=== block 1 ===
**config.mk**
```make
export PLATFORM = sky130hd
export DESIGN_NAME = int_ctrl
export DESIGN_NICKNAME = d
export VERILOG_FILES = /design/src/rtl/int_ctrl_pkg.sv /design/src/rtl/int_sync.sv /design/src/rtl/int_ctrl.sv
export SDC_FILE = /design/constraint.sdc
export NUM_CORES = 1
export LEC_CHECK = 0
export CAP_MARGIN = 10
export CORE_MARGIN = 2
export CORE_UTILIZATION = 38
export DETAILED_ROUTE_END_ITERATION = 8
export GPL_ROUTABILITY_DRIVEN = 0
export GPL_TIMING_DRIVEN = 0
export PLACE_DENSITY = 0.76
export SETUP_SLACK_MARGIN = 0.2
export SLEW_MARGIN = 25
export SYNTH_ARGS = -nofsm -noshare
export SYNTH_HDL_FRONTEND = slang
export SYNTH_SLANG_ARGS = --single-unit
export TNS_END_PERCENT = 1
```
**constraint.sdc**
```tcl
create_clock -name clk -period 2 [get_ports clk]
set_clock_uncertainty 0.05 [all_clocks]
set_input_delay 0.2 -clock clk [delete_from_list [all_inputs] [get_ports clk]]
set_output_delay 0.2 -clock clk [all_outputs]
set_load 0.005 [all_outputs]
```
**src/rtl/int_ctrl_pkg.sv**
```systemverilog
// rtl/int_ctrl_pkg.sv - register offsets, FSM state encoding and widths for int_ctrl
package int_ctrl_pkg;

    typedef enum logic [1:0] {
        ST_IDLE    = 2'd0,
        ST_ASSERT  = 2'd1,
        ST_SERVICE = 2'd2
    } state_e;

    localparam logic [4:0] OFF_PEND = 5'h00;
    localparam logic [4:0] OFF_MASK = 5'h04;
    localparam logic [4:0] OFF_MODE = 5'h08;
    localparam logic [4:0] OFF_CUR  = 5'h0C;
    localparam logic [4:0] OFF_ACK  = 5'h10;
    localparam logic [4:0] OFF_EOI  = 5'h14;

    localparam int ID_W    = 4;
    localparam int MAX_SRC = 16;

endpackage

```
**src/rtl/int_sync.sv**
```systemverilog
// rtl/int_sync.sv - two-flop synchroniser plus a third flop for rising-edge detect
module int_sync (
    input  logic clk,
    input  logic reset,
    input  logic src_i,
    output logic level_o,
    output logic rise_o
);

    logic s1_q, s2_q, s3_q;

    always_ff @(posedge clk) begin
        if (reset) begin
            s1_q <= 1'b0;
            s2_q <= 1'b0;
            s3_q <= 1'b0;
        end else begin
            s1_q <= src_i;
            s2_q <= s1_q;
            s3_q <= s2_q;
        end
    end

    assign level_o = s2_q;
    assign rise_o  = s2_q & ~s3_q;

endmodule

```
**src/rtl/int_ctrl.sv**
```systemverilog
// rtl/int_ctrl.sv - memory-mapped interrupt controller: pending/mask/mode registers,
// fixed-priority winner and request/ack/EOI handshake towards the CPU INT input
module int_ctrl
    import int_ctrl_pkg::*;
#(
    parameter int          N_SRC     = 8,
    parameter logic [31:0] BASE_ADDR = 32'hFFFF_FF00
) (
    input  logic             clk,
    input  logic             reset,
    input  logic [N_SRC-1:0] irq_src,
    input  logic             mem_w,
    input  logic [31:0]      addr_in,
    input  logic [31:0]      wdata,
    output logic             sel,
    output logic [31:0]      rdata,
    output logic             int_req,
    output logic [ID_W-1:0]  int_id
);

    logic [N_SRC-1:0]   s2, rise;
    logic [N_SRC-1:0]   pend_q, pend_d;
    logic [N_SRC-1:0]   mask_q, mode_q;
    logic [N_SRC-1:0]   w1c, ack_clr_vec;
    logic [MAX_SRC-1:0] act;
    logic [ID_W-1:0]    id_q, id_d, win_id;
    logic               win_vld, ack_clr;
    state_e             state_q, state_d;
    logic [4:0]         off;
    logic               wr, ack_wr, eoi_wr;
    logic               unused_wdata;

    for (genvar g = 0; g < N_SRC; g++) begin : g_sync
        int_sync u_sync (
            .clk     (clk),
            .reset   (reset),
            .src_i   (irq_src[g]),
            .level_o (s2[g]),
            .rise_o  (rise[g])
        );
    end

    assign sel    = (addr_in[31:5] == BASE_ADDR[31:5]);
    assign off    = addr_in[4:0];
    assign wr     = mem_w & sel;
    assign ack_wr = wr & (off == OFF_ACK);
    assign eoi_wr = wr & (off == OFF_EOI);
    assign w1c    = (wr && off == OFF_PEND) ? wdata[N_SRC-1:0] : '0;
    assign act    = MAX_SRC'(pend_q & mask_q);

    assign unused_wdata = ^wdata[31:N_SRC];

    // Descending scan so the lowest active index is the last assignment and wins.
    always_comb begin
        win_vld = 1'b0;
        win_id  = '0;
        for (int i = N_SRC - 1; i >= 0; i--) begin
            if (act[i]) begin
                win_vld = 1'b1;
                win_id  = ID_W'(i);
            end
        end
    end

    always_comb begin
        state_d = state_q;
        id_d    = id_q;
        ack_clr = 1'b0;
        case (state_q)
            ST_IDLE: begin
                if (win_vld) begin
                    state_d = ST_ASSERT;
                    id_d    = win_id;
                end
            end
            ST_ASSERT: begin
                if (ack_wr) begin
                    state_d = ST_SERVICE;
                    ack_clr = 1'b1;
                end else if (!act[id_q]) begin
                    state_d = ST_IDLE;
                end
            end
            ST_SERVICE: begin
                if (eoi_wr) state_d = ST_IDLE;
            end
            default: state_d = ST_IDLE;
        endcase
    end

    always_comb begin
        for (int i = 0; i < N_SRC; i++) begin
            ack_clr_vec[i] = ack_clr && (id_q == ID_W'(i));
        end
    end

    // Edge sources hold until cleared, with a new edge beating any clear; level sources follow s2.
    assign pend_d = (mode_q & ((pend_q & ~w1c & ~ack_clr_vec) | rise)) | (~mode_q & s2);

    always_ff @(posedge clk) begin
        if (reset) begin
            pend_q  <= '0;
            mask_q  <= '0;
            mode_q  <= '0;
            state_q <= ST_IDLE;
            id_q    <= '0;
        end else begin
            pend_q  <= pend_d;
            state_q <= state_d;
            id_q    <= id_d;
            if (wr && off == OFF_MASK) mask_q <= wdata[N_SRC-1:0];
            if (wr && off == OFF_MODE) mode_q <= wdata[N_SRC-1:0];
        end
    end

    always_comb begin
        rdata = '0;
        if (sel) begin
            case (off)
                OFF_PEND: rdata = 32'(pend_q);
                OFF_MASK: rdata = 32'(mask_q);
                OFF_MODE: rdata = 32'(mode_q);
                OFF_CUR:  rdata = {22'd0, state_q, 4'd0, id_q};
                default:  rdata = '0;
            endcase
        end
    end

    assign int_req = (state_q == ST_ASSERT);
    assign int_id  = id_q;

endmodule

```
==> results.yml <==
# physical design summary
outcome:
  status: "completed"
global_route:
  grt_first_pass_wirelength_um: 11670
  antenna_found_initial: 0
  met2_usage_pct: 34.69
synth:
  post-synth-top-count-cell: "dfxtp_1"
  yosysTopAreaCellShare_pct: 40.77
power_and_ir_drop:
  powerSeq_uw: 1090
finish:
  layout_top_cells: "dfxtp_1 (53), buf_4 (30), nor2b_1 (28)"
  nonClkBufAreaFrac_pct: 28.51
  clockNetworkAreaShare_pct: 2.124
  flop_area_mm2: 0.001061
  seq_share_pct: 27.28
  final_area_mm2: 0.003889
  area_dominant_class: "multi-input combinational cells"
  drive_gt1_share_pct: 24.94
  comb_cells: 229
clock_network:
  clock_sinks: 53
  clk_pin_slew_ps: 90
critical_path:
  crit_arrival_ps: 2150
  path_delay_family: "simple AND/OR/NAND/NOR gates"
  worstPathMaxFanout: 5
  critical_path_depth: 9
  cp-end-kind: "flip-flop"
timing:
  final_hold_viol_count: 0
floorplan:
  die-area_mm2: 0.007526
route:
  num_vias: 2586
  wl_per_cell_um: 15.26
## metrics by stage
step / util, % / hold slack, ps / TNS [ps] / std cells
2_1_floorplan: - / 278.2 / 0 / 323
3_3_place_gp: 51.08 / 364.9 / -26830 / 467
3_5_place_dp: 51.08 / 377.4 / -27330 / 467
4_1_cts: 56.57 / 287.4 / -154.2 / 496
5_1_grt: 57.88 / 300.0 / -166.4 / 497
6_report: 57.88 / 277.4 / 0 / 497
## cell families (layout without fill, tap and decap cells)
group,count (synthesis),in the layout
compound gates,34,34
buf+inv,41,135
flops,53,53
mux,24,24
other cells,1,23
simple gates,148,148
**Block 1: nets reached from selected ports**

Drawn at 6 px/µm.
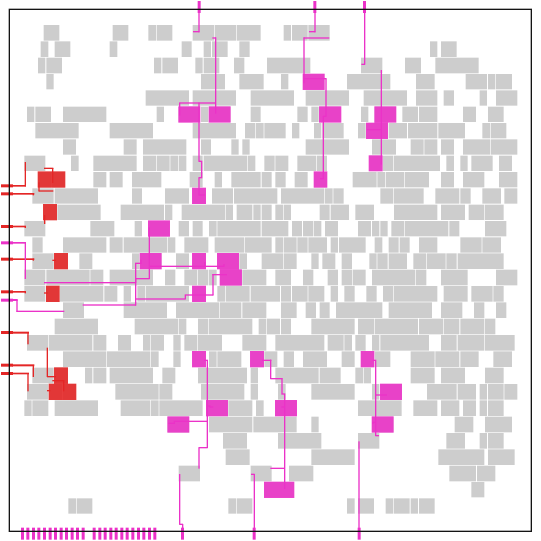
Magenta marks wdata, direction input, end cells 24, buffers 8, wire 307 µm. Red marks irq_src, direction input, end cells 8, buffers 8, wire 52.7 µm.
Buffers on Ports: 64
I/O pin count: 113

**Block 1: clock network drawn from the DEF**

Drawn at 3 px/µm.
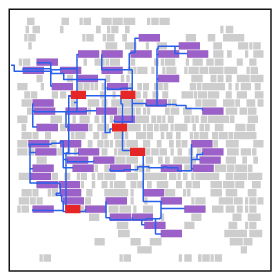
Red marks clock-net drivers, count 5. Blue marks clock wires, length 569 µm. Purple marks flip-flops, count 53.
There are 6 routed clock nets.
clock network power: 572 µW
Latency at later pin: 300 ps
clock power share: 30.5%

**Block 1: placement view**

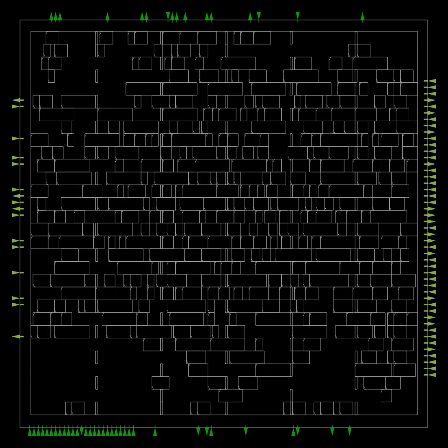
TAP cells: 80
Cell Rows: 30
Non-Filler Instances: 497
# fillers: 597


=== block 2 ===
**Block 2: placed cells, one colour a class**

Drawn at 3 px/µm.
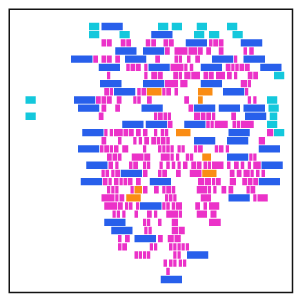
==> config.mk <==
export PLATFORM = sky130hd
export DESIGN_NAME = uart_hex_digit_rx
export DESIGN_NICKNAME = d
export VERILOG_FILES = /design/src/rtl/uart_hex_digit_rx.sv
export SDC_FILE = /design/constraint.sdc
export NUM_CORES = 1
export LEC_CHECK = 0
export ABC_AREA = 1
export CAP_MARGIN = 30
export CORE_MARGIN = 2
export CORE_UTILIZATION = 30
export DETAILED_ROUTE_END_ITERATION = 12
export GPL_TIMING_DRIVEN = 1
export SYNTH_ARGS = -nofsm -noshare
export SYNTH_HDL_FRONTEND = slang
export SYNTH_SLANG_ARGS = --single-unit
==> constraint.sdc <==
create_clock -name clk -period 3.3 [get_ports clk]
set_input_delay 0.33 -clock clk [delete_from_list [all_inputs] [get_ports clk]]
set_output_delay 0.33 -clock clk [all_outputs]
set_load 0.005 [all_outputs]
==> src/rtl/uart_hex_digit_rx.sv <==
// UART 8N1 receiver (8E1 when UART_HEX_RX_PARITY_EN is defined) that decodes ASCII hex to a toggle-strobe digit.
// Latency: outputs update 1 cycle after the stop-bit sample edge; there is no backpressure, and every frame is consumed.
module uart_hex_digit_rx #(
    parameter int CLKS_PER_BIT = 868
) (
    input  logic       clk,
    input  logic       rst,
    input  logic       rx,
    output logic [3:0] digit_data,
    output logic       digit_strobe,
    output logic [7:0] rx_byte,
    output logic       frame_err,
    output logic       char_err
);

    localparam logic [2:0] S_IDLE      = 3'd0;
    localparam logic [2:0] S_START     = 3'd1;
    localparam logic [2:0] S_DATA      = 3'd2;
`ifdef UART_HEX_RX_PARITY_EN
    localparam logic [2:0] S_PARITY    = 3'd3;
`endif
    localparam logic [2:0] S_STOP      = 3'd4;
    localparam logic [2:0] S_WAIT_IDLE = 3'd5;

    localparam logic [15:0] HALF_M1 = 16'(CLKS_PER_BIT / 2 - 1);
    localparam logic [15:0] FULL_M1 = 16'(CLKS_PER_BIT - 1);

    logic        rx_meta;
    logic        rxs;
    logic [2:0]  state;
    logic [15:0] cnt;
    logic [2:0]  bit_idx;
    logic [7:0]  shift;
    logic        done;
    logic        done_bad;
    logic        is_hex;
    logic [3:0]  hex_val;
`ifdef UART_HEX_RX_PARITY_EN
    logic        par_ok;
`endif

    // shift is not overwritten until the next frame's first data sample, so it can be decoded a cycle late
    always_comb begin
        is_hex  = 1'b0;
        hex_val = 4'd0;
        if (shift >= 8'h30 && shift <= 8'h39) begin
            is_hex  = 1'b1;
            hex_val = 4'(shift - 8'h30);
        end else if (shift >= 8'h41 && shift <= 8'h46) begin
            is_hex  = 1'b1;
            hex_val = 4'(shift - 8'h37);
        end else if (shift >= 8'h61 && shift <= 8'h66) begin
            is_hex  = 1'b1;
            hex_val = 4'(shift - 8'h57);
        end
    end

    always_ff @(posedge clk) begin
        if (rst) begin
            rx_meta      <= 1'b1;
            rxs          <= 1'b1;
            state        <= S_IDLE;
            cnt          <= 16'd0;
            bit_idx      <= 3'd0;
            shift        <= 8'h00;
            done         <= 1'b0;
            done_bad     <= 1'b0;
            digit_data   <= 4'd0;
            digit_strobe <= 1'b0;
            rx_byte      <= 8'h00;
            frame_err    <= 1'b0;
            char_err     <= 1'b0;
`ifdef UART_HEX_RX_PARITY_EN
            par_ok       <= 1'b0;
`endif
        end else begin
            rx_meta  <= rx;
            rxs      <= rx_meta;
            done     <= 1'b0;
            done_bad <= 1'b0;

            case (state)
                S_IDLE: begin
                    if (!rxs) begin
                        cnt   <= HALF_M1;
                        state <= S_START;
                    end
                end
                S_START: begin
                    if (cnt != 16'd0) begin
                        cnt <= cnt - 16'd1;
                    end else if (rxs) begin
                        state <= S_IDLE;
                    end else begin
                        cnt     <= FULL_M1;
                        bit_idx <= 3'd0;
                        state   <= S_DATA;
                    end
                end
                S_DATA: begin
                    if (cnt != 16'd0) begin
                        cnt <= cnt - 16'd1;
                    end else begin
                        shift   <= {rxs, shift[7:1]};
                        cnt     <= FULL_M1;
                        bit_idx <= bit_idx + 3'd1;
                        if (bit_idx == 3'd7) begin
`ifdef UART_HEX_RX_PARITY_EN
                            state <= S_PARITY;
`else
                            state <= S_STOP;
`endif
                        end
                    end
                end
`ifdef UART_HEX_RX_PARITY_EN
                S_PARITY: begin
                    if (cnt != 16'd0) begin
                        cnt <= cnt - 16'd1;
                    end else begin
                        par_ok <= ~(^{rxs, shift});
                        cnt    <= FULL_M1;
                        state  <= S_STOP;
                    end
                end
`endif
                S_STOP: begin
                    if (cnt != 16'd0) begin
                        cnt <= cnt - 16'd1;
                    end else begin
                        done <= 1'b1;
`ifdef UART_HEX_RX_PARITY_EN
                        done_bad <= !(rxs && par_ok);
`else
                        done_bad <= !rxs;
`endif
                        // a low stop bit may be a break; wait for the line to recover
                        state <= rxs ? S_IDLE : S_WAIT_IDLE;
                    end
                end
                S_WAIT_IDLE: begin
                    if (rxs) state <= S_IDLE;
                end
                default: state <= S_IDLE;
            endcase

            frame_err <= done && done_bad;
            char_err  <= done && !done_bad && !is_hex;
            if (done) rx_byte <= shift;
            if (done && !done_bad && is_hex) begin
                digit_data   <= hex_val;
                digit_strobe <= ~digit_strobe;
            end
        end
    end

endmodule

==> results.yml <==
# physical design summary
clock_network:
  postCtsHoldBufs: 0
  cts_tree: "done"
min_path:
  min_from: "rx_meta"
finish:
  drive_gt1_share_pct: 9.831
  nonClkBufAreaFrac_pct: 6.428
  clockNetworkAreaShare_pct: 3.259
  nFillCells: 821
  n_all_buffers: 18
synth:
  syn-num-nets: 349
  post-synth-top-count-cell: "nand2_1"
  ys_sh_simple_pct: 30.19
critical_path:
  path_delay_family: "simple AND/OR/NAND/NOR gates"
outcome:
  status: "completed"
timing:
  slew-limit-headroom_pct: 55.96
  setup_viol: 0
floorplan:
  die_h_um: 93.91
  boundaryPins: 18
run:
  maxCapViolations: 0
Notes on 'placed cells, one colour a class' of block 2 above:
Cyan marks remaining buffers and delay cells, cells 18. Blue marks registers, cells 49. Magenta marks remaining logic cells, cells 281. Orange marks clock drivers and dummy loads, cells 8.
core area: 0.007767 mm²
final core utilization: 35.58%

state kept, by name, indices dropped and copies added (netlist names):
register	cells
cnt	16
rx_byte	8
shift	8
digit_data	4
bit_idx	3
state	3
char_err	1
digit_strobe	1
done	1
done_bad	1
frame_err	1
rx_meta	1
rxs	1
power breakdown:
group / switching (µW) / internal, µW
sequential: 94.2 / 702
clock: 215 / 151
combinational: 777 / 377
total: 1090 / 1230
metal layers:
layer / routed length, µm / share of wire [%] / global-route usage (%)
met1: 2625 / 51 / 16.83
met2: 2283 / 44 / 20.48
met3: 141 / 2.7 / 3.371
met4: 81 / 1.6 / 4.348
met5: 0 / 0 / 0

=== block 3 ===
`src/rtl/uart_pkg.sv`:
```
// Shared types and helpers for the fabric-side UART receiver (uart_rx_sniffer).
package uart_pkg;

   typedef enum logic [2:0] {
      ST_IDLE      = 3'd0,
      ST_START     = 3'd1,
      ST_DATA      = 3'd2,
      ST_PARITY    = 3'd3,
      ST_STOP      = 3'd4,
      ST_WAIT_IDLE = 3'd5
   } rx_state_t;

   function automatic int clks_per_bit(input int clk_freq, input int baud);
      return (clk_freq + baud / 2) / baud;
   endfunction

   function automatic int half_bit(input int clk_freq, input int baud);
      return clks_per_bit(clk_freq, baud) / 2;
   endfunction

   function automatic int level_width(input int depth);
      return $clog2(depth) + 1;
   endfunction

   // Value of the parity bit that makes the total count of ones even.
   function automatic logic even_parity(input logic [7:0] data);
      return ^data;
   endfunction

endpackage

```
`src/rtl/uart_rx_fifo.sv`:
```
// Synchronous byte FIFO with level output and same-cycle push/pop.
// A push into a full FIFO without a simultaneous pop is dropped and flagged on drop.
module uart_rx_fifo
   import uart_pkg::*;
#(
   parameter int DEPTH = 16,
   parameter int WIDTH = 8
) (
   input  logic                          clk,
   input  logic                          rst,
   input  logic                          push,
   input  logic [WIDTH-1:0]              wdata,
   input  logic                          pop,
   output logic [WIDTH-1:0]              rdata,
   output logic                          valid,
   output logic [level_width(DEPTH)-1:0] level,
   output logic                          drop
);
   localparam int AW = $clog2(DEPTH);
   localparam logic [AW:0]   FULL_CNT = (AW + 1)'(DEPTH);
   localparam logic [AW:0]   CNT_ONE  = (AW + 1)'(1);
   localparam logic [AW-1:0] PTR_ONE  = AW'(1);

   logic [WIDTH-1:0] mem_r [DEPTH];
   logic [AW-1:0]    wr_ptr_r;
   logic [AW-1:0]    rd_ptr_r;
   logic [AW:0]      count_r;
   logic             full_s;
   logic             empty_s;
   logic             pop_s;
   logic             wr_en_s;

   // Handshake qualification: a pop frees the slot a full-FIFO push needs.
   always_comb begin
      full_s  = (count_r == FULL_CNT);
      empty_s = (count_r == {(AW + 1){1'b0}});
      pop_s   = pop & ~empty_s;
      wr_en_s = push & (~full_s | pop_s);
      drop    = push & full_s & ~pop_s;
   end

   // Storage, pointers and occupancy.
   always_ff @(posedge clk) begin
      if (rst) begin
         for (int i = 0; i < DEPTH; i++) begin
            mem_r[i] <= {WIDTH{1'b0}};
         end
         wr_ptr_r <= {AW{1'b0}};
         rd_ptr_r <= {AW{1'b0}};
         count_r  <= {(AW + 1){1'b0}};
      end else begin
         if (wr_en_s) begin
            mem_r[wr_ptr_r] <= wdata;
            wr_ptr_r        <= wr_ptr_r + PTR_ONE;
         end
         if (pop_s) begin
            rd_ptr_r <= rd_ptr_r + PTR_ONE;
         end
         if (wr_en_s && !pop_s) begin
            count_r <= count_r + CNT_ONE;
         end else if (pop_s && !wr_en_s) begin
            count_r <= count_r - CNT_ONE;
         end else begin
            count_r <= count_r;
         end
      end
   end

   assign rdata = mem_r[rd_ptr_r];
   assign valid = ~empty_s;
   assign level = count_r;

endmodule

```
`src/rtl/uart_rx_sniffer.sv`:
```
// 8N1 UART receiver feeding a byte FIFO with a valid/ready output stream.
// Define UART_RX_PARITY_EN for 9-bit framing with an even-parity bit after bit 7.
module uart_rx_sniffer
   import uart_pkg::*;
#(
   parameter int CLK_FREQ   = 50_000_000,
   parameter int BAUD       = 115200,
   parameter int FIFO_DEPTH = 16
) (
   input  logic                               clk,
   input  logic                               rst,
   input  logic                               rxd,
   output logic [7:0]                         m_data,
   output logic                               m_valid,
   input  logic                               m_ready,
   output logic                               frame_err,
   output logic                               overrun,
   output logic                               parity_err,
   output logic [level_width(FIFO_DEPTH)-1:0] level
);
   localparam int CPB  = clks_per_bit(CLK_FREQ, BAUD);
   localparam int HALF = half_bit(CLK_FREQ, BAUD);
   localparam int TW   = $clog2(CPB);
   localparam logic [TW-1:0] BIT_LAST  = TW'(CPB - 1);
   localparam logic [TW-1:0] HALF_LAST = TW'(HALF - 1);
   localparam logic [TW-1:0] T_ONE     = TW'(1);

   rx_state_t     state_r, state_s;
   logic [TW-1:0] timer_r, timer_s;
   logic [2:0]    bit_idx_r, bit_idx_s;
   logic [7:0]    shift_r, shift_s;
   logic          sync1_r;
   logic          rxd_s;
   logic          bit_done_s;
   logic          push_s;
   logic          ferr_s;
   logic          perr_s;
   logic          drop_s;
   logic          frame_err_r;
   logic          overrun_r;
   logic          parity_err_r;
`ifdef UART_RX_PARITY_EN
   logic          par_bad_r, par_bad_s;
`endif

   // Two-flop synchronizer; idles high so reset never looks like a start bit.
   always_ff @(posedge clk) begin
      if (rst) begin
         sync1_r <= 1'b1;
         rxd_s   <= 1'b1;
      end else begin
         sync1_r <= rxd;
         rxd_s   <= sync1_r;
      end
   end

   // Frame sequencing: every sample point is a count of cycles since the previous one.
   always_comb begin
      state_s    = state_r;
      timer_s    = timer_r + T_ONE;
      bit_idx_s  = bit_idx_r;
      shift_s    = shift_r;
      push_s     = 1'b0;
      ferr_s     = 1'b0;
      perr_s     = 1'b0;
      bit_done_s = (timer_r == BIT_LAST);
`ifdef UART_RX_PARITY_EN
      par_bad_s  = par_bad_r;
`endif
      case (state_r)
         ST_IDLE: begin
            timer_s = {TW{1'b0}};
            if (!rxd_s) state_s = ST_START;
            else        state_s = ST_IDLE;
         end
         ST_START: begin
            if (timer_r == HALF_LAST) begin
               timer_s   = {TW{1'b0}};
               bit_idx_s = 3'd0;
               if (rxd_s) state_s = ST_IDLE;
               else        state_s = ST_DATA;
            end else begin
               state_s = ST_START;
            end
         end
         ST_DATA: begin
            if (bit_done_s) begin
               timer_s   = {TW{1'b0}};
               shift_s   = {rxd_s, shift_r[7:1]};
               bit_idx_s = bit_idx_r + 3'd1;
`ifdef UART_RX_PARITY_EN
               if (bit_idx_r == 3'd7) state_s = ST_PARITY;
               else                   state_s = ST_DATA;
`else
               if (bit_idx_r == 3'd7) state_s = ST_STOP;
               else                   state_s = ST_DATA;
`endif
            end else begin
               state_s = ST_DATA;
            end
         end
         ST_PARITY: begin
`ifdef UART_RX_PARITY_EN
            if (bit_done_s) begin
               timer_s   = {TW{1'b0}};
               par_bad_s = rxd_s ^ even_parity(shift_r);
               state_s   = ST_STOP;
            end else begin
               state_s = ST_PARITY;
            end
`else
            state_s = ST_IDLE;
`endif
         end
         ST_STOP: begin
            if (bit_done_s) begin
               timer_s = {TW{1'b0}};
`ifdef UART_RX_PARITY_EN
               perr_s  = par_bad_r;
`endif
               if (rxd_s) begin
                  push_s  = ~perr_s;
                  state_s = ST_IDLE;
               end else begin
                  ferr_s  = 1'b1;
                  state_s = ST_WAIT_IDLE;
               end
            end else begin
               state_s = ST_STOP;
            end
         end
         ST_WAIT_IDLE: begin
            timer_s = {TW{1'b0}};
            if (rxd_s) state_s = ST_IDLE;
            else       state_s = ST_WAIT_IDLE;
         end
         default: begin
            timer_s = {TW{1'b0}};
            state_s = ST_IDLE;
         end
      endcase
   end

   // FSM state and registered error pulses.
   always_ff @(posedge clk) begin
      if (rst) begin
         state_r      <= ST_IDLE;
         timer_r      <= {TW{1'b0}};
         bit_idx_r    <= 3'd0;
         shift_r      <= 8'h00;
         frame_err_r  <= 1'b0;
         overrun_r    <= 1'b0;
         parity_err_r <= 1'b0;
`ifdef UART_RX_PARITY_EN
         par_bad_r    <= 1'b0;
`endif
      end else begin
         state_r      <= state_s;
         timer_r      <= timer_s;
         bit_idx_r    <= bit_idx_s;
         shift_r      <= shift_s;
         frame_err_r  <= ferr_s;
         overrun_r    <= drop_s;
         parity_err_r <= perr_s;
`ifdef UART_RX_PARITY_EN
         par_bad_r    <= par_bad_s;
`endif
      end
   end

   uart_rx_fifo #(
      .DEPTH (FIFO_DEPTH),
      .WIDTH (8)
   ) u_fifo (
      .clk   (clk),
      .rst   (rst),
      .push  (push_s),
      .wdata (shift_r),
      .pop   (m_ready),
      .rdata (m_data),
      .valid (m_valid),
      .level (level),
      .drop  (drop_s)
   );

   assign frame_err  = frame_err_r;
   assign overrun    = overrun_r;
   assign parity_err = parity_err_r;

endmodule

```
`config.mk`:
```
export PLATFORM = sky130hd
export DESIGN_NAME = uart_rx_sniffer
export DESIGN_NICKNAME = d
export VERILOG_FILES = /design/src/rtl/uart_pkg.sv /design/src/rtl/uart_rx_fifo.sv /design/src/rtl/uart_rx_sniffer.sv
export SDC_FILE = /design/constraint.sdc
export NUM_CORES = 1
export LEC_CHECK = 0
export CAP_MARGIN = 15
export CORE_ASPECT_RATIO = 0.9
export CORE_MARGIN = 8
export CORE_UTILIZATION = 45
export CTS_BUF_LIST = sky130_fd_sc_hd__clkbuf_4
export CTS_CLUSTER_DIAMETER = 40
export DETAILED_ROUTE_END_ITERATION = 10
export GPL_ROUTABILITY_DRIVEN = 0
export GPL_TIMING_DRIVEN = 0
export PLACE_DENSITY = 0.73
export SYNTH_ARGS = -nofsm -noshare
export SYNTH_HDL_FRONTEND = slang
export SYNTH_SLANG_ARGS = --single-unit
```
`constraint.sdc`:
```
create_clock -name clk -period 5.2 [get_ports clk]
set_input_delay 1.04 -clock clk [delete_from_list [all_inputs] [get_ports clk]]
set_output_delay 1.04 -clock clk [all_outputs]
set_load 0.02 [all_outputs]
```
**Block 3: nets reached from selected ports**

Drawn at 3 px/µm.
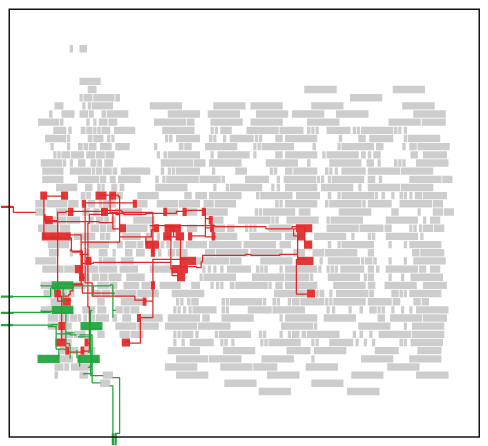
Red marks rst, direction input, end cells 57, buffers 7, wire 768 µm. Green marks level, direction output, end cells 5, buffers 5, wire 259 µm.
I/O pin count: 21
Buffers on Ports: 19

==> results.yml <==
# physical design summary
global_route:
  met2_usage_pct: 27.98
  grt_busiest_layer: "met2"
  grt_first_pass_wirelength_um: 28930
min_path:
  hold_class: "reg2reg"
  min_to: "rxd_s"
clock_network:
  cts_setup_buffers: 0
  clock_sinks: 172
synth:
  yosysWarnings: 0
  synth_seq_share_pct: 59.41
  yosys-stat-cells: 632
  syn_avg_cell_area_um2: 12.58
  mux_share_pct: 10.86
  area_leaders: "edfxtp_1 (48%), dfxtp_1 (11%), mux4_2 (9.1%)"
critical_path:
  slowest_delay_ps: 610
  cp-end-kind: "output pin"
  start_kind: "flip-flop"
  critical_path_depth: 6
  worst-path-buf-inv: 3
power_and_ir_drop:
  ir_drop_v: 0.0001610
placement:
  place_inst: 891
outcome:
  status: "finished with violations"
  failed_checks: "design-rule violations"
timing:
  rsz0062_at_grt: "no"
  slew_violations: 0
route:
  drc: 2
finish:
  seq_share_pct: 54.16
run:
  openroad.warnings: 31
floorplan:
  tap_cells: 240
## flip-flops by register name, summed over array words and instances, names as in the netlist, 3 cells and up, named ones only
name             count
u_fifo.level         5
shift_r              8
u_fifo.wr_ptr_r      4
state_r              3
u_fifo.rd_ptr_r      4
u_fifo.mem_r       128
bit_idx_r            3
timer_r              9
## power breakdown
part	internal [µW]	total, µW	leakage (µW)	switching, µW
clock	283	754	0.000140	472
sequential	1520	1530	0.00157	13.6
combinational	36.0	92.7	0.000976	56.7

=== block 4 ===
**Block 4: placed cells, one colour a class**

Drawn at 2 px/µm.
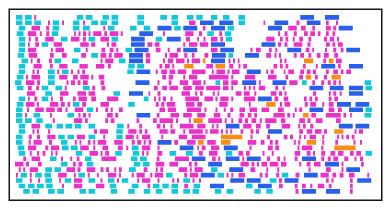
**Block 4: sequential cells grouped by signal name**

Drawn at 2 px/µm.
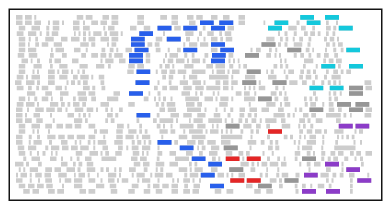
$ cat src/rtl/gps_chan_ctrl_if.sv
// Control/status bundle between the GPS channel sequencer and its datapath/host.
// master drives the controls and epoch data; slave is the sequencer itself.
interface gps_chan_ctrl_if #(
  parameter int PWR_W = 65
);
  logic               start;
  logic               abort;
  logic [PWR_W-1:0]   thresh;
  logic               epoch;
  logic [PWR_W-1:0]   power;
  logic               code_slip;
  logic signed [31:0] dopp_word;
  logic               acc_clr;
  logic               loop_en;
  logic               locked;
  logic               fail;
  logic [2:0]         state;

  modport master (
    output start, abort, thresh, epoch, power,
    input  code_slip, dopp_word, acc_clr, loop_en, locked, fail, state
  );

  modport slave (
    input  start, abort, thresh, epoch, power,
    output code_slip, dopp_word, acc_clr, loop_en, locked, fail, state
  );
endinterface

$ cat src/rtl/gps_chan_ctrl.sv
// GPS channel acquisition/tracking sequencer: code x Doppler grid search, verify, pull-in, track.
// Optional macro GPS_CHAN_REACQ_EN: after loss of track, search restarts at the bin held at loss.
module gps_chan_ctrl #(
  parameter int CODE_STEPS    = 2046,
  parameter int DOPP_BINS     = 21,
  parameter int DOPP_STEP     = 500,
  parameter int DWELL         = 1,
  parameter int PULLIN_EPOCHS = 200,
  parameter int LOSS_N        = 20,
  parameter int PWR_W         = 65
) (
  input  logic           clk,
  input  logic           rst,
  gps_chan_ctrl_if.slave bus
);

  localparam int CELL_W = (CODE_STEPS > 1) ? $clog2(CODE_STEPS) : 1;
  localparam int BIN_W  = (DOPP_BINS > 1) ? $clog2(DOPP_BINS) : 1;
  localparam int DW_W   = $clog2(DWELL + 1);
  localparam int PI_W   = $clog2(PULLIN_EPOCHS + 1);
  localparam int LS_W   = $clog2(LOSS_N + 1);

  localparam logic [CELL_W-1:0] CELL_LAST   = CELL_W'(CODE_STEPS - 1);
  localparam logic [BIN_W-1:0]  BIN_LAST    = BIN_W'(DOPP_BINS - 1);
  localparam logic [DW_W-1:0]   DWELL_LAST  = DW_W'(DWELL - 1);
  localparam logic [PI_W-1:0]   PULLIN_LAST = PI_W'(PULLIN_EPOCHS - 1);
  localparam logic [LS_W-1:0]   LOSS_LAST   = LS_W'(LOSS_N - 1);

  localparam logic signed [31:0] HALF_S = 32'(DOPP_BINS / 2);
  localparam logic signed [31:0] STEP_S = 32'(DOPP_STEP);

  typedef enum logic [2:0] {
    IDLE   = 3'd0,
    SEARCH = 3'd1,
    VERIFY = 3'd2,
    PULLIN = 3'd3,
    TRACK  = 3'd4
  } state_t;

  state_t             state_reg, state_next;
  logic [CELL_W-1:0]  cell_reg, cell_next;
  logic [BIN_W-1:0]   bin_reg, bin_next;
  logic [BIN_W-1:0]   bins_done_reg, bins_done_next;
  logic [DW_W-1:0]    dwell_reg, dwell_next;
  logic [PI_W-1:0]    pull_reg, pull_next;
  logic [LS_W-1:0]    miss_reg, miss_next;
  logic               settle_reg, settle_next;
  logic               code_slip_reg, code_slip_next;
  logic               acc_clr_reg, acc_clr_next;
  logic               fail_reg, fail_next;
  logic               loop_en_reg, loop_en_next;
  logic               locked_reg, locked_next;
  logic signed [31:0] dopp_reg, dopp_next;

  logic hit;
  logic do_advance;

  function automatic logic signed [31:0] dopp_of(input logic [BIN_W-1:0] b);
    logic signed [31:0] off;
    off = $signed({{(32 - BIN_W){1'b0}}, b}) - HALF_S;
    return off * STEP_S;
  endfunction

  assign hit = (bus.power > bus.thresh);

  always_ff @(posedge clk) begin
    if (!rst) begin
      state_reg     <= IDLE;
      cell_reg      <= '0;
      bin_reg       <= '0;
      bins_done_reg <= '0;
      dwell_reg     <= '0;
      pull_reg      <= '0;
      miss_reg      <= '0;
      settle_reg    <= 1'b0;
      code_slip_reg <= 1'b0;
      acc_clr_reg   <= 1'b0;
      fail_reg      <= 1'b0;
      loop_en_reg   <= 1'b0;
      locked_reg    <= 1'b0;
      dopp_reg      <= dopp_of('0);
    end else begin
      state_reg     <= state_next;
      cell_reg      <= cell_next;
      bin_reg       <= bin_next;
      bins_done_reg <= bins_done_next;
      dwell_reg     <= dwell_next;
      pull_reg      <= pull_next;
      miss_reg      <= miss_next;
      settle_reg    <= settle_next;
      code_slip_reg <= code_slip_next;
      acc_clr_reg   <= acc_clr_next;
      fail_reg      <= fail_next;
      loop_en_reg   <= loop_en_next;
      locked_reg    <= locked_next;
      dopp_reg      <= dopp_next;
    end
  end

  always_comb begin
    state_next     = state_reg;
    cell_next      = cell_reg;
    bin_next       = bin_reg;
    bins_done_next = bins_done_reg;
    dwell_next     = dwell_reg;
    pull_next      = pull_reg;
    miss_next      = miss_reg;
    settle_next    = settle_reg;
    code_slip_next = 1'b0;
    acc_clr_next   = 1'b0;
    fail_next      = 1'b0;
    loop_en_next   = loop_en_reg;
    locked_next    = locked_reg;
    do_advance     = 1'b0;

    case (state_reg)
      IDLE: begin
        if (bus.start) begin
          state_next     = SEARCH;
          cell_next      = '0;
          bin_next       = '0;
          bins_done_next = '0;
          dwell_next     = '0;
          settle_next    = 1'b1;
          acc_clr_next   = 1'b1;
        end
      end

      SEARCH, VERIFY: begin
        if (bus.epoch) begin
          // The first epoch after a cell/bin/state change straddles the retune.
          if (settle_reg) begin
            settle_next = 1'b0;
          end else if (dwell_reg != DWELL_LAST) begin
            dwell_next = dwell_reg + DW_W'(1);
          end else begin
            dwell_next = '0;
            if (hit && state_reg == SEARCH) begin
              state_next   = VERIFY;
              settle_next  = 1'b1;
              acc_clr_next = 1'b1;
            end else if (hit) begin
              state_next   = PULLIN;
              loop_en_next = 1'b1;
              pull_next    = '0;
            end else begin
              do_advance = 1'b1;
            end
          end
        end
      end

      PULLIN: begin
        if (bus.epoch) begin
          if (pull_reg == PULLIN_LAST) begin
            state_next  = TRACK;
            locked_next = 1'b1;
            miss_next   = '0;
          end else begin
            pull_next = pull_reg + PI_W'(1);
          end
        end
      end

      TRACK: begin
        if (bus.epoch) begin
          if (hit) begin
            miss_next = '0;
          end else if (miss_reg == LOSS_LAST) begin
            state_next     = SEARCH;
            loop_en_next   = 1'b0;
            locked_next    = 1'b0;
            cell_next      = '0;
            bins_done_next = '0;
            dwell_next     = '0;
            miss_next      = '0;
            settle_next    = 1'b1;
            acc_clr_next   = 1'b1;
`ifdef GPS_CHAN_REACQ_EN
            bin_next       = bin_reg;
`else
            bin_next       = '0;
`endif
          end else begin
            miss_next = miss_reg + LS_W'(1);
          end
        end
      end

      default: begin
        state_next = IDLE;
      end
    endcase

    // Shared miss handling for SEARCH and VERIFY: step one half-chip, wrap into the next bin.
    if (do_advance) begin
      state_next  = SEARCH;
      settle_next = 1'b1;
      if (cell_reg != CELL_LAST) begin
        cell_next      = cell_reg + CELL_W'(1);
        code_slip_next = 1'b1;
        acc_clr_next   = 1'b1;
      end else if (bins_done_reg == BIN_LAST) begin
        state_next     = IDLE;
        cell_next      = '0;
        bin_next       = '0;
        bins_done_next = '0;
        settle_next    = 1'b0;
        fail_next      = 1'b1;
      end else begin
        cell_next      = '0;
        bin_next       = (bin_reg == BIN_LAST) ? '0 : bin_reg + BIN_W'(1);
        bins_done_next = bins_done_reg + BIN_W'(1);
        code_slip_next = 1'b1;
        acc_clr_next   = 1'b1;
      end
    end

    // abort overrides everything, including a coincident epoch.
    if (bus.abort) begin
      state_next     = IDLE;
      cell_next      = '0;
      bin_next       = '0;
      bins_done_next = '0;
      dwell_next     = '0;
      pull_next      = '0;
      miss_next      = '0;
      settle_next    = 1'b0;
      code_slip_next = 1'b0;
      acc_clr_next   = 1'b0;
      fail_next      = 1'b0;
      loop_en_next   = 1'b0;
      locked_next    = 1'b0;
    end

    // Bin never changes in PULLIN/TRACK, so the word holds there.
    dopp_next = dopp_of(bin_next);
  end

  assign bus.state     = state_reg;
  assign bus.code_slip = code_slip_reg;
  assign bus.acc_clr   = acc_clr_reg;
  assign bus.fail      = fail_reg;
  assign bus.loop_en   = loop_en_reg;
  assign bus.locked    = locked_reg;
  assign bus.dopp_word = dopp_reg;

endmodule

$ cat src/flat_wrapper.sv
// flat-port wrapper written by rule: the top's interface ports become plain ports
module gps_chan_ctrl_flat 
#(
  parameter int CODE_STEPS    = 2046,
  parameter int DOPP_BINS     = 21,
  parameter int DOPP_STEP     = 500,
  parameter int DWELL         = 1,
  parameter int PULLIN_EPOCHS = 200,
  parameter int LOSS_N        = 20,
  parameter int PWR_W         = 65
)
  (clk, rst, bus_start, bus_abort, bus_thresh, bus_epoch, bus_power, bus_code_slip, bus_dopp_word, bus_acc_clr, bus_loop_en, bus_locked, bus_fail, bus_state);
  gps_chan_ctrl_if #(.PWR_W(PWR_W)) bus_i ();
  input  logic clk;
  input  logic rst;
  input wire logic [$bits(bus_i.start)-1:0] bus_start;
  input wire logic [$bits(bus_i.abort)-1:0] bus_abort;
  input wire logic [$bits(bus_i.thresh)-1:0] bus_thresh;
  input wire logic [$bits(bus_i.epoch)-1:0] bus_epoch;
  input wire logic [$bits(bus_i.power)-1:0] bus_power;
  output wire logic [$bits(bus_i.code_slip)-1:0] bus_code_slip;
  output wire logic [$bits(bus_i.dopp_word)-1:0] bus_dopp_word;
  output wire logic [$bits(bus_i.acc_clr)-1:0] bus_acc_clr;
  output wire logic [$bits(bus_i.loop_en)-1:0] bus_loop_en;
  output wire logic [$bits(bus_i.locked)-1:0] bus_locked;
  output wire logic [$bits(bus_i.fail)-1:0] bus_fail;
  output wire logic [$bits(bus_i.state)-1:0] bus_state;
  assign bus_i.start = bus_start;
  assign bus_i.abort = bus_abort;
  assign bus_i.thresh = bus_thresh;
  assign bus_i.epoch = bus_epoch;
  assign bus_i.power = bus_power;
  assign bus_code_slip = bus_i.code_slip;
  assign bus_dopp_word = bus_i.dopp_word;
  assign bus_acc_clr = bus_i.acc_clr;
  assign bus_loop_en = bus_i.loop_en;
  assign bus_locked = bus_i.locked;
  assign bus_fail = bus_i.fail;
  assign bus_state = bus_i.state;
  gps_chan_ctrl #(.CODE_STEPS(CODE_STEPS), .DOPP_BINS(DOPP_BINS), .DOPP_STEP(DOPP_STEP), .DWELL(DWELL), .PULLIN_EPOCHS(PULLIN_EPOCHS), .LOSS_N(LOSS_N), .PWR_W(PWR_W)) u_core (.clk(clk), .rst(rst), .bus(bus_i));
endmodule
$ cat config.mk
export PLATFORM = sky130hd
export DESIGN_NAME = gps_chan_ctrl_flat
export DESIGN_NICKNAME = d
export VERILOG_FILES = /design/src/rtl/gps_chan_ctrl_if.sv /design/src/rtl/gps_chan_ctrl.sv /design/src/flat_wrapper.sv
export SDC_FILE = /design/constraint.sdc
export NUM_CORES = 1
export LEC_CHECK = 0
export CAP_MARGIN = 5
export CELL_PAD_IN_SITES_DETAIL_PLACEMENT = 1
export CELL_PAD_IN_SITES_GLOBAL_PLACEMENT = 1
export CORE_ASPECT_RATIO = 0.5
export CORE_MARGIN = 2
export CORE_UTILIZATION = 36
export CTS_BUF_LIST = sky130_fd_sc_hd__clkbuf_8
export DETAILED_ROUTE_END_ITERATION = 10
export PLACE_DENSITY_LB_ADDON = 0.1
export SLEW_MARGIN = 20
export SYNTH_ARGS = -nofsm -noshare
export SYNTH_HDL_FRONTEND = slang
export SYNTH_SLANG_ARGS = --single-unit
$ cat constraint.sdc
create_clock -name clk -period 9.8 [get_ports clk]
set_clock_uncertainty 0.1 [all_clocks]
set_input_delay 0.98 -clock clk [delete_from_list [all_inputs] [get_ports clk]]
set_output_delay 0.98 -clock clk [all_outputs]
set_load 0.05 [all_outputs]
==> results.yml <==
# physical design summary
outcome:
  status: "completed"
power_and_ir_drop:
  combPwrFrac_pct: 21.1
  seq_power_share_pct: 40.7
finish:
  comb_area_mm2: 0.004018
  layout_top_cells: "clkdlybuf4s50_1 (172), ha_1 (105), inv_1 (103)"
placement:
  portBuffers: 172
route:
  wl_met3_um: 1142
  firstDrtPassIters: 5
  wl_per_cell_um: 15.27
critical_path:
  crit_slowest_cell: "nor4_1"
  start_kind: "input pin"
  cp-end-kind: "flip-flop"
  r2r_slack_ps: 2370
clock_network:
  clk_pin_slew_ps: 80
  post_cts_resized: 0
timing:
  finalWorstSetupSlack_ps: 1229
  slew-limit-headroom_pct: 43.02
synth:
  synth_area_mm2: 0.005933
  synthArstFlopShare_pct: 0
global_route:
  grt_first_pass_wirelength_um: 28960
  use_met3_pct: 6.749
  met2_usage_pct: 37.97
  grt_pass1_vias: 6033
floorplan:
  die_w_um: 185.6
min_path:
  min_to: "u_core.bus.locked"
About 'placed cells, one colour a class' of block 4:
Orange marks clock drivers and dummy loads, cells 16. Magenta marks remaining logic cells, cells 637. Blue marks registers, cells 70. Cyan marks remaining buffers and delay cells, cells 176.
post-route cell area: 0.008064 mm²
core area: 0.01627 mm²
Cell Rows: 33
flop share of the area: 17.38%
final core utilization: 49.57%

About 'sequential cells grouped by signal name' of block 4:
Purple marks u_core.pull_reg, placed flops 8, where lower right. Cyan marks u_core.cell_reg, placed flops 11. Red marks u_core.miss_reg, placed flops 5. Blue marks u_core.bus.dopp_word, placed flops 27.
Another 19 sequential cells are not coloured.
Reg area: 0.001401 mm²
P_seq: 287 µW

-- cells by family (layout without fill, tap and decap cells) --
| group | after synthesis | in the layout | synth area share, % |
|---|---|---|---|
| AND/OR/NAND/NOR | 231 | 231 | 20.67 |
| adder cells (fa/ha/maj) | 115 | 115 | 25.52 |
| multiplexers | 13 | 13 | 2.214 |
| XOR/XNOR | 7 | 7 | 1.033 |
| other | 1 | 2 | 0.06320 |
| buffers and inverters | 125 | 295 | 8.836 |
| flip-flops | 70 | 70 | 23.62 |
| AND-OR/OR-AND | 166 | 166 | 18.05 |

=== block 5 ===
**Block 5: placed cells, one colour a class**

Drawn at 2 px/µm.
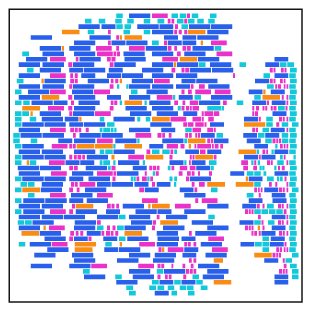
**Block 5: nets reached from selected ports**

Drawn at 3 px/µm.
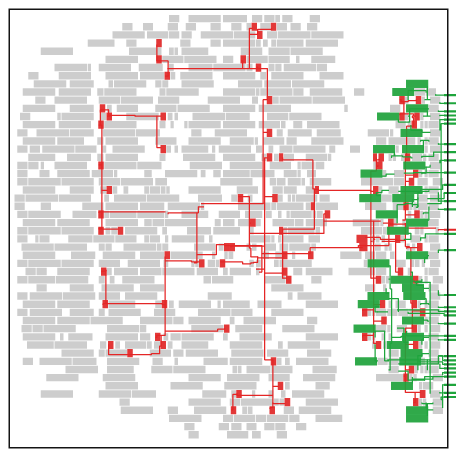
**Block 5: placement view**

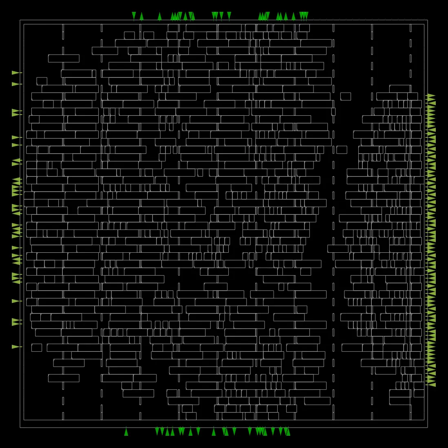
`src/rtl/apb_master.sv`:
```
// -----------------------------------------------------------------------------
// apb_master
//
// Queues read/write commands in a small FIFO and replays them, one at a time
// and in arrival order, as APB transfers. Each transfer is a SETUP cycle
// (psel=1, penable=0) followed by an ACCESS cycle (psel=1, penable=1). Writes
// then pulse wr_done. Reads go through one more CAPTURE cycle, because the
// slave registers prdata and presents it only in the cycle after ACCESS.
// After that cycle rsp_valid pulses with the captured word. There is always
// at least one cycle with psel=0 between two transfers.
//
// Parameters
//   DEPTH      command FIFO depth in entries (power of two, >= 2)
//
// Ports
//   clk        single clock, all state changes on its rising edge
//   rst        synchronous active-high reset
//   cmd_valid  command offered this cycle
//   cmd_ready  FIFO has room; the command is taken when cmd_valid && cmd_ready
//   cmd_write  1 = write, 0 = read
//   cmd_addr   8-bit target word address
//   cmd_wdata  32-bit write data (ignored for reads)
//   paddr      APB address       (registered, held between transfers)
//   pwrite     APB direction     (registered, held between transfers)
//   psel       APB select        (registered)
//   penable    APB enable        (registered)
//   pwdata     APB write data    (registered, 0 for reads)
//   prdata     APB read data, valid the cycle after ACCESS
//   rsp_valid  one-cycle pulse: rsp_rdata holds fresh read data
//   rsp_rdata  last captured read data, held until the next read completes
//   wr_done    one-cycle pulse: a write transfer completed
//   busy       FSM not idle or FIFO not empty (combinational)
// -----------------------------------------------------------------------------
module apb_master #(
  parameter int DEPTH = 4
) (
  input  logic        clk,
  input  logic        rst,
  input  logic        cmd_valid,
  output logic        cmd_ready,
  input  logic        cmd_write,
  input  logic [7:0]  cmd_addr,
  input  logic [31:0] cmd_wdata,
  output logic [7:0]  paddr,
  output logic        pwrite,
  output logic        psel,
  output logic        penable,
  output logic [31:0] pwdata,
  input  logic [31:0] prdata,
  output logic        rsp_valid,
  output logic [31:0] rsp_rdata,
  output logic        wr_done,
  output logic        busy
);

  // Pointer width. Because DEPTH is a power of two, the pointers wrap
  // modulo DEPTH simply by overflowing. The count needs one more bit so it
  // can represent "full".
  localparam int AW = (DEPTH > 1) ? $clog2(DEPTH) : 1;
  localparam int CW = AW + 1;

  localparam logic [CW-1:0] DEPTH_C   = CW'(DEPTH);
  localparam logic [CW-1:0] CNT_ONE   = CW'(1);
  localparam logic [CW-1:0] CNT_ZERO  = {CW{1'b0}};
  localparam logic [AW-1:0] PTR_ONE   = AW'(1);
  localparam logic [AW-1:0] PTR_ZERO  = {AW{1'b0}};

  typedef enum logic [1:0] {
    IDLE    = 2'd0,
    SETUP   = 2'd1,
    ACCESS  = 2'd2,
    CAPTURE = 2'd3
  } state_e;

  // ---------------------------------------------------------------------------
  // Command FIFO
  // ---------------------------------------------------------------------------
  logic          fifo_write_q [DEPTH];
  logic [7:0]    fifo_addr_q  [DEPTH];
  logic [31:0]   fifo_wdata_q [DEPTH];

  logic [AW-1:0] wr_ptr_q, wr_ptr_d;
  logic [AW-1:0] rd_ptr_q, rd_ptr_d;
  logic [CW-1:0] count_q,  count_d;

  logic          push_s;
  logic          pop_s;
  logic          head_write_s;
  logic [7:0]    head_addr_s;
  logic [31:0]   head_wdata_s;

  state_e        state_q, state_d;

  assign cmd_ready = (count_q < DEPTH_C);
  assign push_s    = cmd_valid && cmd_ready;
  // The head is consumed only by the IDLE -> SETUP step, so popping is
  // tied directly to "idle and something queued".
  assign pop_s     = (state_q == IDLE) && (count_q != CNT_ZERO);

  assign head_write_s = fifo_write_q[rd_ptr_q];
  assign head_addr_s  = fifo_addr_q[rd_ptr_q];
  assign head_wdata_s = fifo_wdata_q[rd_ptr_q];

  // FIFO storage. Entries need no reset: the pointers and count decide
  // which entries are live.
  always_ff @(posedge clk) begin
    if (push_s) begin
      fifo_write_q[wr_ptr_q] <= cmd_write;
      fifo_addr_q[wr_ptr_q]  <= cmd_addr;
      fifo_wdata_q[wr_ptr_q] <= cmd_wdata;
    end
  end

  // Next pointer and count values. A push and a pop in the same cycle
  // cancel out in the count.
  always_comb begin
    wr_ptr_d = wr_ptr_q;
    rd_ptr_d = rd_ptr_q;
    count_d  = count_q;
    if (push_s) begin
      wr_ptr_d = wr_ptr_q + PTR_ONE;
    end else begin
      wr_ptr_d = wr_ptr_q;
    end
    if (pop_s) begin
      rd_ptr_d = rd_ptr_q + PTR_ONE;
    end else begin
      rd_ptr_d = rd_ptr_q;
    end
    case ({push_s, pop_s})
      2'b10:   count_d = count_q + CNT_ONE;
      2'b01:   count_d = count_q - CNT_ONE;
      default: count_d = count_q;
    endcase
  end

  // FIFO pointer and count registers.
  always_ff @(posedge clk) begin
    if (rst) begin
      wr_ptr_q <= PTR_ZERO;
      rd_ptr_q <= PTR_ZERO;
      count_q  <= CNT_ZERO;
    end else begin
      wr_ptr_q <= wr_ptr_d;
      rd_ptr_q <= rd_ptr_d;
      count_q  <= count_d;
    end
  end

  // ---------------------------------------------------------------------------
  // Transfer FSM
  // ---------------------------------------------------------------------------
  logic [7:0]  paddr_q,     paddr_d;
  logic        pwrite_q,    pwrite_d;
  logic        psel_q,      psel_d;
  logic        penable_q,   penable_d;
  logic [31:0] pwdata_q,    pwdata_d;
  logic        rsp_valid_q, rsp_valid_d;
  logic [31:0] rsp_rdata_q, rsp_rdata_d;
  logic        wr_done_q,   wr_done_d;

  // FSM state register.
  always_ff @(posedge clk) begin
    if (rst) begin
      state_q <= IDLE;
    end else begin
      state_q <= state_d;
    end
  end

  // FSM next-state logic. After ACCESS the direction is taken from pwrite_q,
  // which still holds the transfer's direction.
  always_comb begin
    state_d = state_q;
    case (state_q)
      IDLE: begin
        if (pop_s) begin
          state_d = SETUP;
        end else begin
          state_d = IDLE;
        end
      end
      SETUP:   state_d = ACCESS;
      ACCESS: begin
        if (pwrite_q) begin
          state_d = IDLE;
        end else begin
          state_d = CAPTURE;
        end
      end
      CAPTURE: state_d = IDLE;
      default: state_d = IDLE;
    endcase
  end

  // FSM output logic. These are the next values of the registered APB and
  // response outputs. Address, direction and write data default to holding,
  // so they stay stable through SETUP and ACCESS and keep their last values
  // afterwards.
  always_comb begin
    paddr_d     = paddr_q;
    pwrite_d    = pwrite_q;
    pwdata_d    = pwdata_q;
    rsp_rdata_d = rsp_rdata_q;
    psel_d      = 1'b0;
    penable_d   = 1'b0;
    rsp_valid_d = 1'b0;
    wr_done_d   = 1'b0;
    case (state_q)
      IDLE: begin
        if (pop_s) begin
          paddr_d  = head_addr_s;
          pwrite_d = head_write_s;
          pwdata_d = head_write_s ? head_wdata_s : 32'h0000_0000;
          psel_d   = 1'b1;
        end else begin
          psel_d   = 1'b0;
        end
      end
      SETUP: begin
        psel_d    = 1'b1;
        penable_d = 1'b1;
      end
      ACCESS: begin
        wr_done_d = pwrite_q;
      end
      CAPTURE: begin
        rsp_rdata_d = prdata;
        rsp_valid_d = 1'b1;
      end
      default: begin
        psel_d    = 1'b0;
        penable_d = 1'b0;
      end
    endcase
  end

  // Output registers.
  always_ff @(posedge clk) begin
    if (rst) begin
      paddr_q     <= 8'h00;
      pwrite_q    <= 1'b0;
      psel_q      <= 1'b0;
      penable_q   <= 1'b0;
      pwdata_q    <= 32'h0000_0000;
      rsp_valid_q <= 1'b0;
      rsp_rdata_q <= 32'h0000_0000;
      wr_done_q   <= 1'b0;
    end else begin
      paddr_q     <= paddr_d;
      pwrite_q    <= pwrite_d;
      psel_q      <= psel_d;
      penable_q   <= penable_d;
      pwdata_q    <= pwdata_d;
      rsp_valid_q <= rsp_valid_d;
      rsp_rdata_q <= rsp_rdata_d;
      wr_done_q   <= wr_done_d;
    end
  end

  assign paddr     = paddr_q;
  assign pwrite    = pwrite_q;
  assign psel      = psel_q;
  assign penable   = penable_q;
  assign pwdata    = pwdata_q;
  assign rsp_valid = rsp_valid_q;
  assign rsp_rdata = rsp_rdata_q;
  assign wr_done   = wr_done_q;

  assign busy = (state_q != IDLE) || (count_q != CNT_ZERO);

endmodule
```
`config.mk`:
```
export PLATFORM = sky130hd
export DESIGN_NAME = apb_master
export DESIGN_NICKNAME = d
export VERILOG_FILES = /design/src/rtl/apb_master.sv
export SDC_FILE = /design/constraint.sdc
export NUM_CORES = 1
export LEC_CHECK = 0
export CAP_MARGIN = 20
export CORE_MARGIN = 1
export CORE_UTILIZATION = 45
export CTS_CLUSTER_SIZE = 12
export DETAILED_ROUTE_END_ITERATION = 8
export GPL_TIMING_DRIVEN = 0
export HOLD_SLACK_MARGIN = 0.12
export PLACE_DENSITY = 0.79
export SLEW_MARGIN = 30
export SYNTH_ARGS = -nofsm -noshare
export SYNTH_HDL_FRONTEND = slang
export SYNTH_SLANG_ARGS = --single-unit
export TNS_END_PERCENT = 50
```
`constraint.sdc`:
```
create_clock -name clk -period 2.6 [get_ports clk]
set_input_delay 0.39 -clock clk [delete_from_list [all_inputs] [get_ports clk]]
set_output_delay 0.39 -clock clk [all_outputs]
set_load 0.05 [all_outputs]
```
==> results.yml <==
# physical design summary
power_and_ir_drop:
  power_frac_clock_pct: 27.9
  pg_clk_uw: 3590
  top_power_group: "sequential cells"
  leakage_uw: 0.003884
route:
  ant_nets: 0
  drc: 0
critical_path:
  required_ps: 2210
  path_cells: "nor3_4 -> buf_2 -> nand2_1 -> dlygate4sd2_1"
  r2r_end: "count_q[2]"
outcome:
  status: "completed"
timing:
  timing.setup.tns_ps: 0
  finalWorstSetupSlack_ps: 141.8
  fmax_mhz: 406.8
  finalCriticalPeriod_ps: 2458
min_path:
  hold_class: "in2reg"
global_route:
  grt_max_degree: 42
clock_network:
  htree_levels: 1
floorplan:
  fp_util_pct: 45.90
  die_w_um: 145.7
## Picture notes: 'placed cells, one colour a class' of block 5
Orange marks clock drivers and dummy loads, cells 48. Magenta marks remaining logic cells, cells 317. Cyan marks remaining buffers and delay cells, cells 204. Blue marks registers, cells 252.
final core utilization: 59.38%
post-route cell area: 0.01202 mm²
Cell Rows: 52
core area: 0.02023 mm²

## Picture notes: 'nets reached from selected ports' of block 5
Green marks rsp_rdata, direction output, end cells 32, buffers 32, wire 576 µm. Red marks rst, direction input, end cells 87, buffers 10, wire 1120 µm.
I/O pin count: 155
Buffers on Ports: 153

## Picture notes: 'placement view' of block 5
flop count: 252
flop share of the area: 55.66%

-- logic make-up after synthesis --
family / count (synthesis) / synth area share, %
buffers and inverters: 60 / 3.152
adder cells (fa/ha/maj): 6 / 0.8891
AND-OR/OR-AND: 124 / 6.709
flip-flops: 252 / 71.99
XOR/XNOR: 3 / 0.2830
AND/OR/NAND/NOR: 133 / 6.925
multiplexers: 42 / 10.05
-- critical path, delay by kind of cell (launching register included) --
| kind | cells | cell delay [ps] |
|---|---|---|
| and+or+nand+nor | 2 | 450 |
| buffers and inverters | 2 | 720 |
| DFF | 1 | 370 |


==> screenshots <==
Clock network drawn from the DEF.
picture 1
Drawn at 2 px/µm.
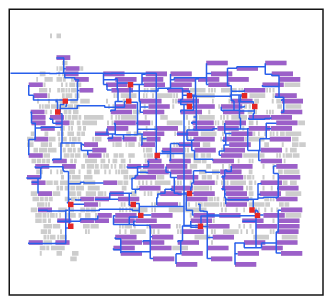
picture 2
Drawn at 2 px/µm.
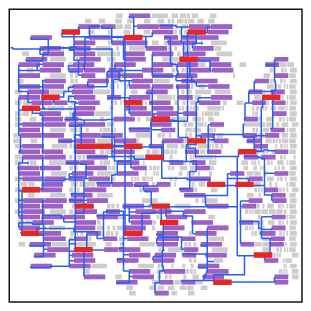
picture 3
Drawn at 2 px/µm.
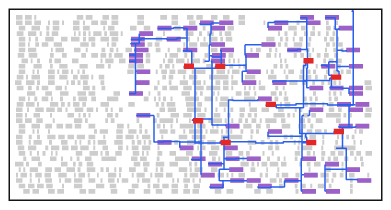
picture 4
Drawn at 3 px/µm.
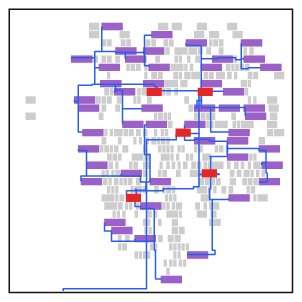
- block 3 = picture 1
- block 4 = picture 3
- block 2 = picture 4
- block 5 = picture 2
Of these, smallest die: picture 4
Of these, fewest sequential cells: picture 4

Key to picture 2:
Purple marks flip-flops, count 252. Red marks clock-net drivers, count 26. Blue marks clock wires, length 2870 µm.
Position of the flops: spread over the die.

Power is estimated from default activity; no workload was simulated.
